=== block 1 ===
Fig. 1: block 1, supply network
Scale bar: 20 um. Pins as bars on the die edge.
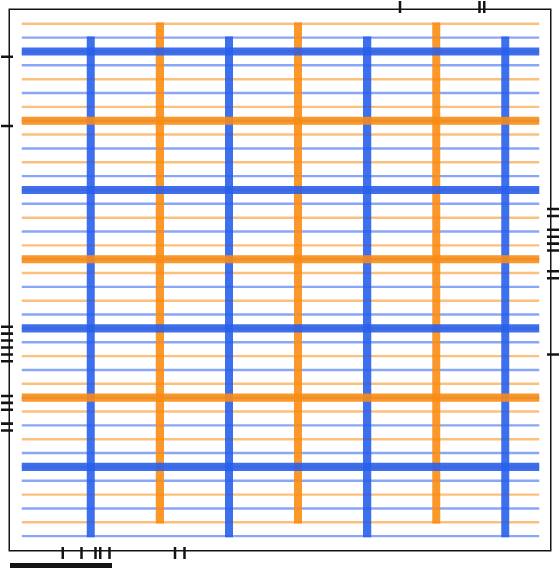
Fig. 2: block 1, placed cells, one color a class
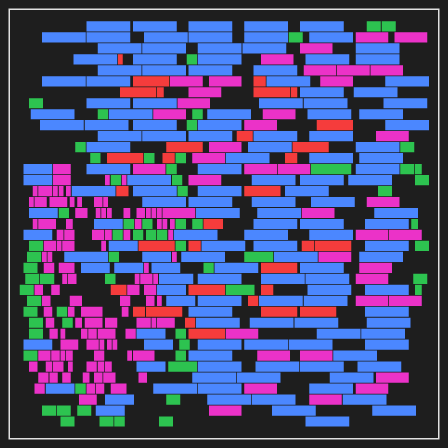
### config.mk
export PLATFORM = sky130hd
export DESIGN_NAME = usart_rx_buffer
export DESIGN_NICKNAME = d
export VERILOG_FILES = /design/src/rtl/usart_pkg.sv /design/src/rtl/sync_fifo.sv /design/src/rtl/usart_rx_buffer.sv
export SDC_FILE = /design/constraint.sdc
export NUM_CORES = 1
export LEC_CHECK = 0
export CORE_MARGIN = 2
export CORE_UTILIZATION = 57
export CTS_CLUSTER_DIAMETER = 200
export DETAILED_ROUTE_END_ITERATION = 7
export PLACE_DENSITY_LB_ADDON = 0.15
export SLEW_MARGIN = 20
export SYNTH_ARGS = -nofsm -noshare
export SYNTH_HDL_FRONTEND = slang
export SYNTH_SLANG_ARGS = --single-unit
### constraint.sdc
create_clock -name comm_clock -period 3 [get_ports comm_clock]
set_clock_uncertainty 0.1 [all_clocks]
set_input_delay 0.45 -clock comm_clock [delete_from_list [all_inputs] [get_ports comm_clock]]
set_output_delay 0.45 -clock comm_clock [all_outputs]
set_load 0.01 [all_outputs]
### src/rtl/usart_pkg.sv
// Shared definitions for the USART receive and transmit buffering blocks.
package usart_pkg;

    typedef enum logic {
        WAIT_BYTE = 1'b0,
        ACK_BYTE  = 1'b1
    } rx_state_t;

    localparam int DEFAULT_DATA_WIDTH = 8;

endpackage

### src/rtl/sync_fifo.sv
// Generic single-clock first-word-fall-through FIFO.
module sync_fifo #(
    parameter int DEPTH_LOG2 = 4,
    parameter int DATA_WIDTH = 8
) (
    input  logic                  clk,
    input  logic                  reset,
    input  logic                  push,
    input  logic [DATA_WIDTH-1:0] push_data,
    input  logic                  pop,
    output logic [DATA_WIDTH-1:0] pop_data,
    output logic [DEPTH_LOG2:0]   count,
    output logic                  full,
    output logic                  empty
);

    localparam int DEPTH = 1 << DEPTH_LOG2;

    logic [DATA_WIDTH-1:0] storage [DEPTH];
    logic [DEPTH_LOG2-1:0] write_ptr;
    logic [DEPTH_LOG2-1:0] read_ptr;
    logic                  do_push;
    logic                  do_pop;

    assign full     = (count == (DEPTH_LOG2+1)'(DEPTH));
    assign empty    = (count == '0);
    assign pop_data = storage[read_ptr];

    // A full FIFO still accepts a push when a pop frees the head slot.
    assign do_pop  = pop && !empty;
    assign do_push = push && (!full || do_pop);

    always_ff @(posedge clk) begin
        if (reset) begin
            write_ptr <= '0;
            read_ptr  <= '0;
            count     <= '0;
        end else begin
            if (do_push) write_ptr <= write_ptr + 1'b1;
            if (do_pop)  read_ptr  <= read_ptr + 1'b1;
            case ({do_push, do_pop})
                2'b10:   count <= count + 1'b1;
                2'b01:   count <= count - 1'b1;
                default: count <= count;
            endcase
        end
    end

    always_ff @(posedge clk) begin
        if (do_push) storage[write_ptr] <= push_data;
    end

endmodule

### src/rtl/usart_rx_buffer.sv
// Receive buffer: acknowledges usart_rx bytes into a FWFT FIFO
// and keeps sticky overrun / framing-error status.
module usart_rx_buffer
    import usart_pkg::*;
#(
    parameter int DEPTH_LOG2 = 4,
    parameter int DATA_WIDTH = DEFAULT_DATA_WIDTH
) (
    input  logic                  comm_clock,
    input  logic                  reset,
    input  logic [DATA_WIDTH-1:0] rx_data,
    input  logic                  rx_available,
    input  logic                  rx_error,
    output logic                  rx_acknowledge,
    output logic [DATA_WIDTH-1:0] data_out,
    output logic                  not_empty,
    output logic                  full,
    output logic [DEPTH_LOG2:0]   count,
    input  logic                  pop,
    output logic                  overrun,
    output logic                  framing_error,
    input  logic                  clear_status
);

    rx_state_t state;
    rx_state_t state_next;
    logic      ack_next;
    logic      accept;
    logic      empty;
    logic      overrun_set;
    logic      framing_set;

    assign not_empty = !empty;

    sync_fifo #(
        .DEPTH_LOG2(DEPTH_LOG2),
        .DATA_WIDTH(DATA_WIDTH)
    ) u_fifo (
        .clk      (comm_clock),
        .reset    (reset),
        .push     (accept),
        .push_data(rx_data),
        .pop      (pop),
        .pop_data (data_out),
        .count    (count),
        .full     (full),
        .empty    (empty)
    );

    always_comb begin
        state_next = state;
        ack_next   = 1'b0;
        accept     = 1'b0;
        unique case (state)
            WAIT_BYTE: begin
                if (rx_available) begin
                    accept     = 1'b1;
                    ack_next   = 1'b1;
                    state_next = ACK_BYTE;
                end
            end
            ACK_BYTE: begin
                // Stay here until usart_rx withdraws available.
                if (rx_available) begin
                    ack_next = 1'b1;
                end else begin
                    state_next = WAIT_BYTE;
                end
            end
            default: state_next = WAIT_BYTE;
        endcase
    end

    assign overrun_set = accept && full && !pop;
    assign framing_set = accept && rx_error;

    always_ff @(posedge comm_clock) begin
        if (reset) begin
            state          <= WAIT_BYTE;
            rx_acknowledge <= 1'b0;
            overrun        <= 1'b0;
            framing_error  <= 1'b0;
        end else begin
            state          <= state_next;
            rx_acknowledge <= ack_next;
            if (overrun_set)       overrun <= 1'b1;
            else if (clear_status) overrun <= 1'b0;
            if (framing_set)       framing_error <= 1'b1;
            else if (clear_status) framing_error <= 1'b0;
        end
    end

endmodule

==> metrics.yaml <==
finish:
  combGateArea_um2: 1590
  post-route-cell-area_um2: 7180
  final.signal_buffer_count: 67
  finish.utilization_pct: 70.2
  layout_cells_sized_above_1_pct: 30.0
  largest_registers_in_the_final_layout: "u_fifo.storage: 128 flops, u_fifo.count: 5 flops"
  n_sequential_cell: 148
worst_setup_path:
  worstSetupPathType: "flip-flop to output port"
  max_stage_delay_ns: 0.54
  critical_register_to_register_path_endpoint: "u_fifo.count[4]$_SDFFE_PP0P_"
  arrival_time_at_the_worst_endpoint_ns: 2.39
  critical_path_depth: 4
synth:
  yosysSeqAreaShare_pct: 71.5
  ys.flops: 148
  post_synth_xor_area_fraction_pct: 0.885
route:
  detail-route-antenna-nets: 0
  via_per_inst: 5.98
  post-route-drc-count: 0
run_status:
  run_status: "finished clean"
clocking:
  cts-htree-levels: 4
timing:
  fin_tns_setup_ns: 0
flow_run:
  warnings: 30
  cap_viol_max_count: 0
placed_design:
  placedInstanceArea_um2: 6610
About Fig. 1:
| color | net |
|---|---|
| blue | VSS |
| orange | VDD |
met1 rails: 38
met5 straps: 7
signal pins: 32

About Fig. 2:
| color | class | cells | share of their area |
|---|---|---|---|
| blue | flops | 148 | 61% |
| magenta | all other logic | 150 | 23% |
| green | other buffers and delay cells | 67 | 8.9% |
| red | clock drivers and dummy loads | 32 | 7.6% |


=== block 2 ===
Fig. 3: block 2, supply network
Scale bar: 20 um. Pins as bars on the die edge.
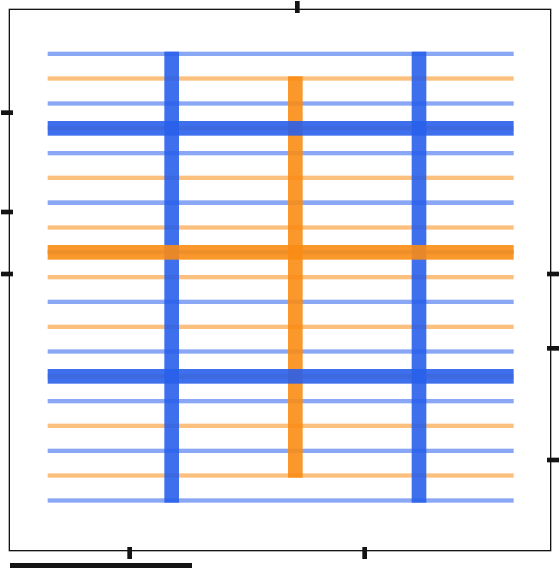
Fig. 4: block 2, placed cells, one color a class
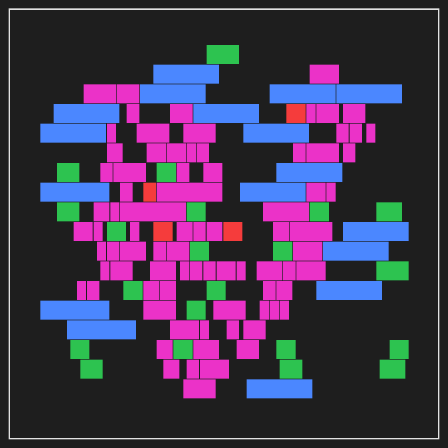
Fig. 5: block 2, routed clock nets over the placement
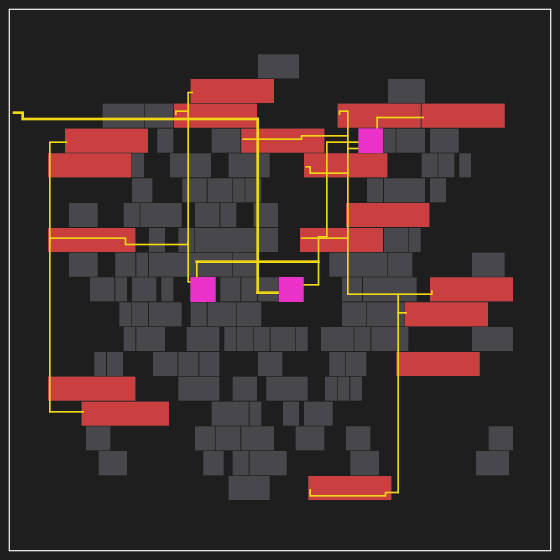
<file path="config.mk">
export PLATFORM = sky130hd
export DESIGN_NAME = led_fader
export DESIGN_NICKNAME = d
export VERILOG_FILES = /design/src/rtl/led_fader_pkg.sv /design/src/rtl/led_fader_pwm_gen.sv /design/src/rtl/led_fader.sv
export SDC_FILE = /design/constraint.sdc
export NUM_CORES = 1
export LEC_CHECK = 0
export CORE_MARGIN = 4
export CORE_UTILIZATION = 40
export DETAILED_ROUTE_END_ITERATION = 8
export PLACE_DENSITY = 0.59
export SLEW_MARGIN = 10
export SYNTH_ARGS = -nofsm -noshare
export SYNTH_HDL_FRONTEND = slang
export SYNTH_SLANG_ARGS = --single-unit
export TNS_END_PERCENT = 20
</file>
<file path="constraint.sdc">
create_clock -name clk -period 1.55 [get_ports clk]
set_input_delay 0.2325 -clock clk [delete_from_list [all_inputs] [get_ports clk]]
set_output_delay 0.2325 -clock clk [all_outputs]
set_load 0.03 [all_outputs]
</file>
<file path="src/rtl/led_fader_pkg.sv">
// rtl/led_fader_pkg.sv - shared state encoding and parameter legality for led_fader
//
// Purpose : FSM state type used by the fader top, plus a constant function
//           that the top evaluates at elaboration to reject illegal parameters.
// Ports   : none (package)

package led_fader_pkg;

    typedef enum logic [1:0] {
        ST_OFF  = 2'd0,
        ST_RISE = 2'd1,
        ST_ON   = 2'd2,
        ST_FALL = 2'd3
    } fader_state_t;

    localparam int PWM_BITS_MIN    = 2;
    localparam int PWM_BITS_MAX    = 16;
    localparam int STEP_CYCLES_MIN = 1;

    function automatic bit params_ok(input int pb, input int sc);
        return (pb >= PWM_BITS_MIN) && (pb <= PWM_BITS_MAX) && (sc >= STEP_CYCLES_MIN);
    endfunction

endpackage

</file>
<file path="src/rtl/led_fader_pwm_gen.sv">
// rtl/led_fader_pwm_gen.sv - free-running PWM counter with registered compare
//
// Purpose : turns a brightness level into a PWM waveform whose period is
//           2^pwm_bits cycles and whose high time is `level` cycles.
// Ports   : clk    in   system clock
//           rst_n  in   asynchronous active-low reset
//           level  in   brightness 0..MAX
//           q      out  PWM output, one cycle behind level/counter

module pwm_gen
    import led_fader_pkg::*;
#(
    parameter int pwm_bits = 4
) (
    input  logic                clk,
    input  logic                rst_n,
    input  logic [pwm_bits-1:0] level,
    output logic                q
);

    localparam logic [pwm_bits-1:0] MAX_LVL = {pwm_bits{1'b1}};

    logic [pwm_bits-1:0] r_pwm_cnt;
    logic                r_q;
    logic                w_q_nxt;

    // Full brightness would otherwise drop for the one count equal to MAX,
    // so the two extremes are forced to constant levels.
    always_comb begin
        if (level == '0) begin
            w_q_nxt = 1'b0;
        end else if (level == MAX_LVL) begin
            w_q_nxt = 1'b1;
        end else begin
            w_q_nxt = (r_pwm_cnt < level);
        end
    end

    always_ff @(posedge clk or negedge rst_n) begin
        if (!rst_n) begin
            r_pwm_cnt <= '0;
            r_q       <= 1'b0;
        end else begin
            r_pwm_cnt <= r_pwm_cnt + pwm_bits'(1);
            r_q       <= w_q_nxt;
        end
    end

    assign q = r_q;

endmodule

</file>
<file path="src/rtl/led_fader.sv">
// rtl/led_fader.sv - PWM LED fader ramping brightness on blink edges
//
// Purpose : registers the raw blink, runs an OFF/RISE/ON/FALL FSM that steps
//           the brightness by one level every step_cycles clocks, and drives
//           the LED through pwm_gen.
// Ports   : clk    in   system clock
//           rst_n  in   asynchronous active-low reset
//           blink  in   raw blink from the SoC
//           q      out  PWM LED drive
//           level  out  current brightness 0..MAX
//           busy   out  high while ramping (RISE or FALL)

module led_fader
    import led_fader_pkg::*;
#(
    parameter int pwm_bits    = 4,
    parameter int step_cycles = 16
) (
    input  logic                clk,
    input  logic                rst_n,
    input  logic                blink,
    output logic                q,
    output logic [pwm_bits-1:0] level,
    output logic                busy
);

    if (!params_ok(pwm_bits, step_cycles)) begin : g_bad_params
        $error("led_fader: pwm_bits must be 2..16 and step_cycles >= 1");
    end

    localparam int                  SW        = (step_cycles > 1) ? $clog2(step_cycles) : 1;
    localparam logic [SW-1:0]       STEP_LAST = SW'(step_cycles - 1);
    localparam logic [pwm_bits-1:0] MAX_LVL   = {pwm_bits{1'b1}};
    localparam logic [pwm_bits-1:0] ZERO_LVL  = '0;

    fader_state_t        r_state;
    fader_state_t        w_state_nxt;
    logic                r_blink;
    logic [pwm_bits-1:0] r_level;
    logic [pwm_bits-1:0] w_level_nxt;
    logic [SW-1:0]       r_step_cnt;
    logic [SW-1:0]       w_step_nxt;
    logic                r_busy;
    logic                w_step_done;
    logic [pwm_bits-1:0] w_lvl_up;
    logic [pwm_bits-1:0] w_lvl_dn;

    // Saturating neighbours: a reversal taken before the first step can leave
    // RISE at MAX or FALL at 0, so the step itself must not wrap.
    assign w_lvl_up    = (r_level == MAX_LVL)  ? MAX_LVL  : r_level + pwm_bits'(1);
    assign w_lvl_dn    = (r_level == ZERO_LVL) ? ZERO_LVL : r_level - pwm_bits'(1);
    assign w_step_done = (r_step_cnt == STEP_LAST);

    // step counter defaults to 0, which covers both the hold in OFF/ON and the
    // clear on every entry into RISE/FALL (including reversals).
    always_comb begin
        w_state_nxt = r_state;
        w_level_nxt = r_level;
        w_step_nxt  = '0;
        case (r_state)
            ST_OFF: begin
                if (r_blink) begin
                    w_state_nxt = ST_RISE;
                end
            end
            ST_RISE: begin
                if (!r_blink) begin
                    w_state_nxt = ST_FALL;
                end else if (w_step_done) begin
                    w_level_nxt = w_lvl_up;
                    if (w_lvl_up == MAX_LVL) begin
                        w_state_nxt = ST_ON;
                    end
                end else begin
                    w_step_nxt = r_step_cnt + SW'(1);
                end
            end
            ST_ON: begin
                if (!r_blink) begin
                    w_state_nxt = ST_FALL;
                end
            end
            ST_FALL: begin
                if (r_blink) begin
                    w_state_nxt = ST_RISE;
                end else if (w_step_done) begin
                    w_level_nxt = w_lvl_dn;
                    if (w_lvl_dn == ZERO_LVL) begin
                        w_state_nxt = ST_OFF;
                    end
                end else begin
                    w_step_nxt = r_step_cnt + SW'(1);
                end
            end
            default: begin
                w_state_nxt = ST_OFF;
                w_level_nxt = ZERO_LVL;
            end
        endcase
    end

    always_ff @(posedge clk or negedge rst_n) begin
        if (!rst_n) begin
            r_state    <= ST_OFF;
            r_blink    <= 1'b0;
            r_level    <= '0;
            r_step_cnt <= '0;
            r_busy     <= 1'b0;
        end else begin
            r_state    <= w_state_nxt;
            r_blink    <= blink;
            r_level    <= w_level_nxt;
            r_step_cnt <= w_step_nxt;
            r_busy     <= (w_state_nxt == ST_RISE) || (w_state_nxt == ST_FALL);
        end
    end

    pwm_gen #(
        .pwm_bits (pwm_bits)
    ) u_pwm_gen (
        .clk   (clk),
        .rst_n (rst_n),
        .level (r_level),
        .q     (q)
    );

    assign level = r_level;
    assign busy  = r_busy;

endmodule

</file>
==> metrics.yaml <==
timing:
  timing.final.ws_setup_ns: -0.0223
  final_max_slew_viol_count: 0
  setup_viol: 1
  fin_tns_setup_ns: -0.0223
route:
  met3_length_um: 67
  via_per_inst: 5.12
  routed.top_layer: "met4"
  detailroute.via_count: 783
worst_setup_path:
  timing.critical_path.to_type: "flip-flop"
  rr_worst_depth: 6
  regToRegSetupSlack_ns: -0.02
finish:
  finish.utilization_pct: 51.6
  most_used_logic_cell_in_the_final_layout: "sky130_fd_sc_hd__dfrtp_1"
  post-route-cell-area_um2: 1290
  num-multi-input-gates: 74
  area_growth_syn_to_layout_pct: 22.9
  multi_input_gate_share_of_total_cell_area_pct: 45.4
floorplanning:
  die_width_um: 59.2
  floorplan.die_area_um2: 3500
  die_h_um: 59.2
power_and_ir_drop:
  clock_network_power_w: 0.000241
synth:
  post_synth.cell_area_avg_um2: 10.3
  synth_largest_type_area_fraction_pct: 40.6
  top_logic_kind: "simple AND/OR/NAND/NOR gates"
  post-synth-top-area-cell: "sky130_fd_sc_hd__dfrtp_1"
run_status:
  run_status: "finished, violations left"
  violations: "setup timing"
clocking:
  tritoncts_clock_tree: "done"
  ctsHoldBuffers: 0
global_route:
  grt_pass1_wl_um: 3410
## Picture notes: Fig. 3
| color | net |
|---|---|
| orange | VDD |
| blue | VSS |
met1 rails: 19
met4 straps: 3

## Picture notes: Fig. 4
| color | class | cells | share of their area |
|---|---|---|---|
| magenta | all other logic | 81 | 49% |
| red | clock drivers and dummy loads | 4 | 2.2% |
| green | other buffers and delay cells | 21 | 14% |
| blue | flops | 17 | 34% |

## Picture notes: Fig. 5
[red] flip-flops | count: 17
[yellow] clock wires | length: 261 um
[magenta] cells driving clock nets | count: 3
routed clock nets: 4


=== block 3 ===
Fig. 6: block 3, supply network
Scale bar: 10 um. Pins as bars on the die edge.
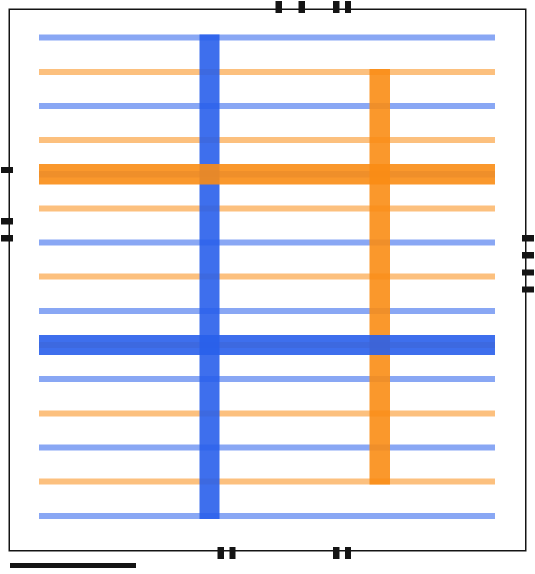
Fig. 7: block 3, placed cells, one color a class
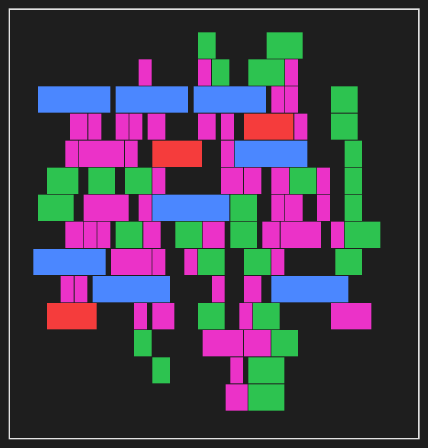
--- config.mk ---
export PLATFORM = sky130hd
export DESIGN_NAME = mult_sched
export DESIGN_NICKNAME = d
export VERILOG_FILES = /design/src/rtl/mult_pkg.sv /design/src/rtl/rr_arb2.sv /design/src/rtl/mult_sched.sv
export SDC_FILE = /design/constraint.sdc
export NUM_CORES = 1
export LEC_CHECK = 0
export ABC_AREA = 1
export ABC_CLOCK_PERIOD_IN_PS = 1400
export CORE_AREA = 2 2 39 41
export CTS_BUF_LIST = sky130_fd_sc_hd__clkbuf_8
export CTS_CLUSTER_DIAMETER = 100
export DETAILED_ROUTE_END_ITERATION = 7
export DIE_AREA = 0 0 41 43
export PLACE_DENSITY = 0.66
export SKIP_LAST_GASP = 1
export SLEW_MARGIN = 20
export SYNTH_ARGS = -nofsm -noshare
export SYNTH_HDL_FRONTEND = slang
export SYNTH_SLANG_ARGS = --single-unit
--- constraint.sdc ---
create_clock -name clk -period 1.4 [get_ports clk]
set_input_delay 0.28 -clock clk [delete_from_list [all_inputs] [get_ports clk]]
set_output_delay 0.28 -clock clk [all_outputs]
set_load 0.005 [all_outputs]
--- src/rtl/mult_pkg.sv ---
// Shared definitions for the shift-add multiplier scheduler.
//   MULT_N  : default operand width / iteration count
//   state_e : controller state encoding (3 bits)
package mult_pkg;

    localparam int unsigned MULT_N = 4;

    typedef enum logic [2:0] {
        ST_IDLE  = 3'd0,
        ST_LOAD  = 3'd1,
        ST_ADD   = 3'd2,
        ST_SHIFT = 3'd3,
        ST_DONE  = 3'd4
    } state_e;

endpackage

--- src/rtl/rr_arb2.sv ---
// Two-input round-robin arbiter, purely combinational.
//   req : per-requester request
//   lp  : index of the last-served requester (pointer kept by the caller)
//   win : one-hot winner, all-zero when nobody requests
module rr_arb2 (
    input  logic [1:0] req,
    input  logic       lp,
    output logic [1:0] win
);

    // On a tie the requester that was not served last wins; a lone request always wins.
    always_comb begin
        win = req;
        if (req == 2'b11) begin
            win = lp ? 2'b01 : 2'b10;
        end
    end

endmodule

--- src/rtl/mult_sched.sv ---
// Arbiter and sequencer for the shared shift-add multiplier datapath.
//   clk, reset : clock, synchronous active-high reset
//   req        : per-requester level request, held until its done
//   q0         : Q register LSB, consulted in ADD
//   gnt, sel   : one-hot grant and operand select for the current owner
//   CargaQ, ResetA, CargaA, DesplazaQ : datapath strobes
//   done       : one-cycle completion pulse to the owner
//   busy       : controller not idle
module mult_sched
    import mult_pkg::*;
#(
    parameter int unsigned N = MULT_N
) (
    input  logic       clk,
    input  logic       reset,
    input  logic [1:0] req,
    input  logic       q0,
    output logic [1:0] gnt,
    output logic       sel,
    output logic       CargaQ,
    output logic       ResetA,
    output logic       CargaA,
    output logic       DesplazaQ,
    output logic [1:0] done,
    output logic       busy
);

    localparam int unsigned CW = $clog2(N + 1);

    state_e        state_q, state_d;
    logic [CW-1:0] cnt_q, cnt_d;
    logic          owner_q, owner_d;
    logic          lp_q, lp_d;
    logic [1:0]    win;
    logic [1:0]    owner_oh;

    rr_arb2 u_arb (
        .req (req),
        .lp  (lp_q),
        .win (win)
    );

    // State, counter, owner and last-served pointer registers.
    always_ff @(posedge clk) begin
        if (reset) begin
            state_q <= ST_IDLE;
            cnt_q   <= '0;
            owner_q <= 1'b0;
            lp_q    <= 1'b1;
        end else begin
            state_q <= state_d;
            cnt_q   <= cnt_d;
            owner_q <= owner_d;
            lp_q    <= lp_d;
        end
    end

    // Next-state logic.
    always_comb begin
        state_d = state_q;
        cnt_d   = cnt_q;
        owner_d = owner_q;
        lp_d    = lp_q;
        unique case (state_q)
            ST_IDLE: begin
                if (|req) begin
                    owner_d = win[1];
                    state_d = ST_LOAD;
                end
            end
            ST_LOAD: begin
                cnt_d   = '0;
                state_d = ST_ADD;
            end
            ST_ADD: begin
                state_d = ST_SHIFT;
            end
            ST_SHIFT: begin
                cnt_d   = cnt_q + CW'(1);
                state_d = (cnt_q == CW'(N - 1)) ? ST_DONE : ST_ADD;
            end
            ST_DONE: begin
                lp_d    = owner_q;
                state_d = ST_IDLE;
            end
            default: begin
                state_d = ST_IDLE;
            end
        endcase
    end

    // Moore decode from state and owner; CargaA additionally follows q0 directly.
    always_comb begin
        owner_oh  = owner_q ? 2'b10 : 2'b01;
        busy      = (state_q != ST_IDLE);
        gnt       = busy ? owner_oh : 2'b00;
        sel       = busy & owner_q;
        CargaQ    = (state_q == ST_LOAD);
        ResetA    = (state_q == ST_LOAD);
        CargaA    = (state_q == ST_ADD) & q0;
        DesplazaQ = (state_q == ST_SHIFT);
        done      = (state_q == ST_DONE) ? owner_oh : 2'b00;
    end

endmodule

==> metrics.yaml <==
power_and_ir_drop:
  pg_seq_w: 0.000251
finish:
  n_sequential_cell: 8
  layout_cells_sized_above_1_pct: 41.8
  signal_buffer_area_fraction_pct: 30.6
  fillerInstances: 161
  num-multi-input-gates: 39
placed_design:
  dp.cells: 99
worst_setup_path:
  timing.critical_path.to_type: "output port"
  cp_top_family: "buffers and inverters"
route:
  drt_first_iter_violations: 5
  drt-total-wl_um: 1000
floorplanning:
  die_h_um: 43
  floorplanUtilization_pct: 30.4
global_route:
  grt_max_degree: 7
synth:
  ys_async_sr_fraction_pct: 0
  top_cells_by_area: "sky130_fd_sc_hd__dfxtp_1 (38%), sky130_fd_sc_hd__nor2_1 (11%), sky130_fd_sc_hd__inv_1 (9.8%)"
  top_logic_kind: "simple AND/OR/NAND/NOR gates"
  synthesis.instances: 61
run_status:
  run_status: "finished clean"
clocking:
  tritoncts_clock_tree: "done"
  cts_buffer_depth: 2
timing:
  hold_violations: 0
worst_hold_path:
  min_from: "cnt_q[2]$_SDFFE_PP0P_"
Notes on Fig. 6 above:
| color | net |
|---|---|
| orange | VDD |
| blue | VSS |
met5 straps: 2
met1 rails: 15
signal pins: 15
met4 straps: 2
rows: 14

Notes on Fig. 7 above:
| color | class | cells | share of their area |
|---|---|---|---|
| red | cells driving clock nets | 3 | 6.0% |
| magenta | all other logic | 51 | 39% |
| green | other buffers and delay cells | 29 | 32% |
| blue | flops | 8 | 24% |



## Gallery

Signal wires by layer.
(a)
Scale bar: 10 um.
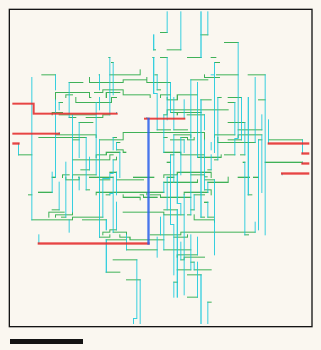
(b)
Scale bar: 20 um.
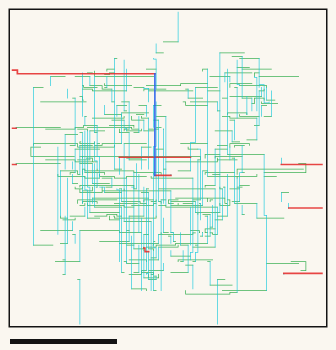
(c)
Scale bar: 20 um.
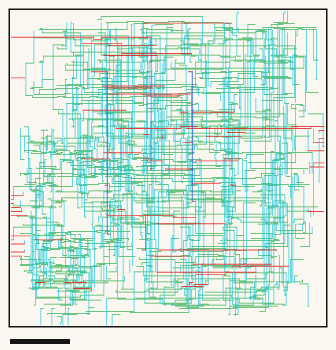
| from | picture |
|---|---|
| block 3 | (a) |
| block 2 | (b) |
| block 1 | (c) |

Key to (c):
| color | layer | wire length |
|---|---|---|
| cyan | met2 | 6350 um |
| red | met3 | 737 um |
| blue | met4 | 154 um |
| green | met1 | 5360 um |

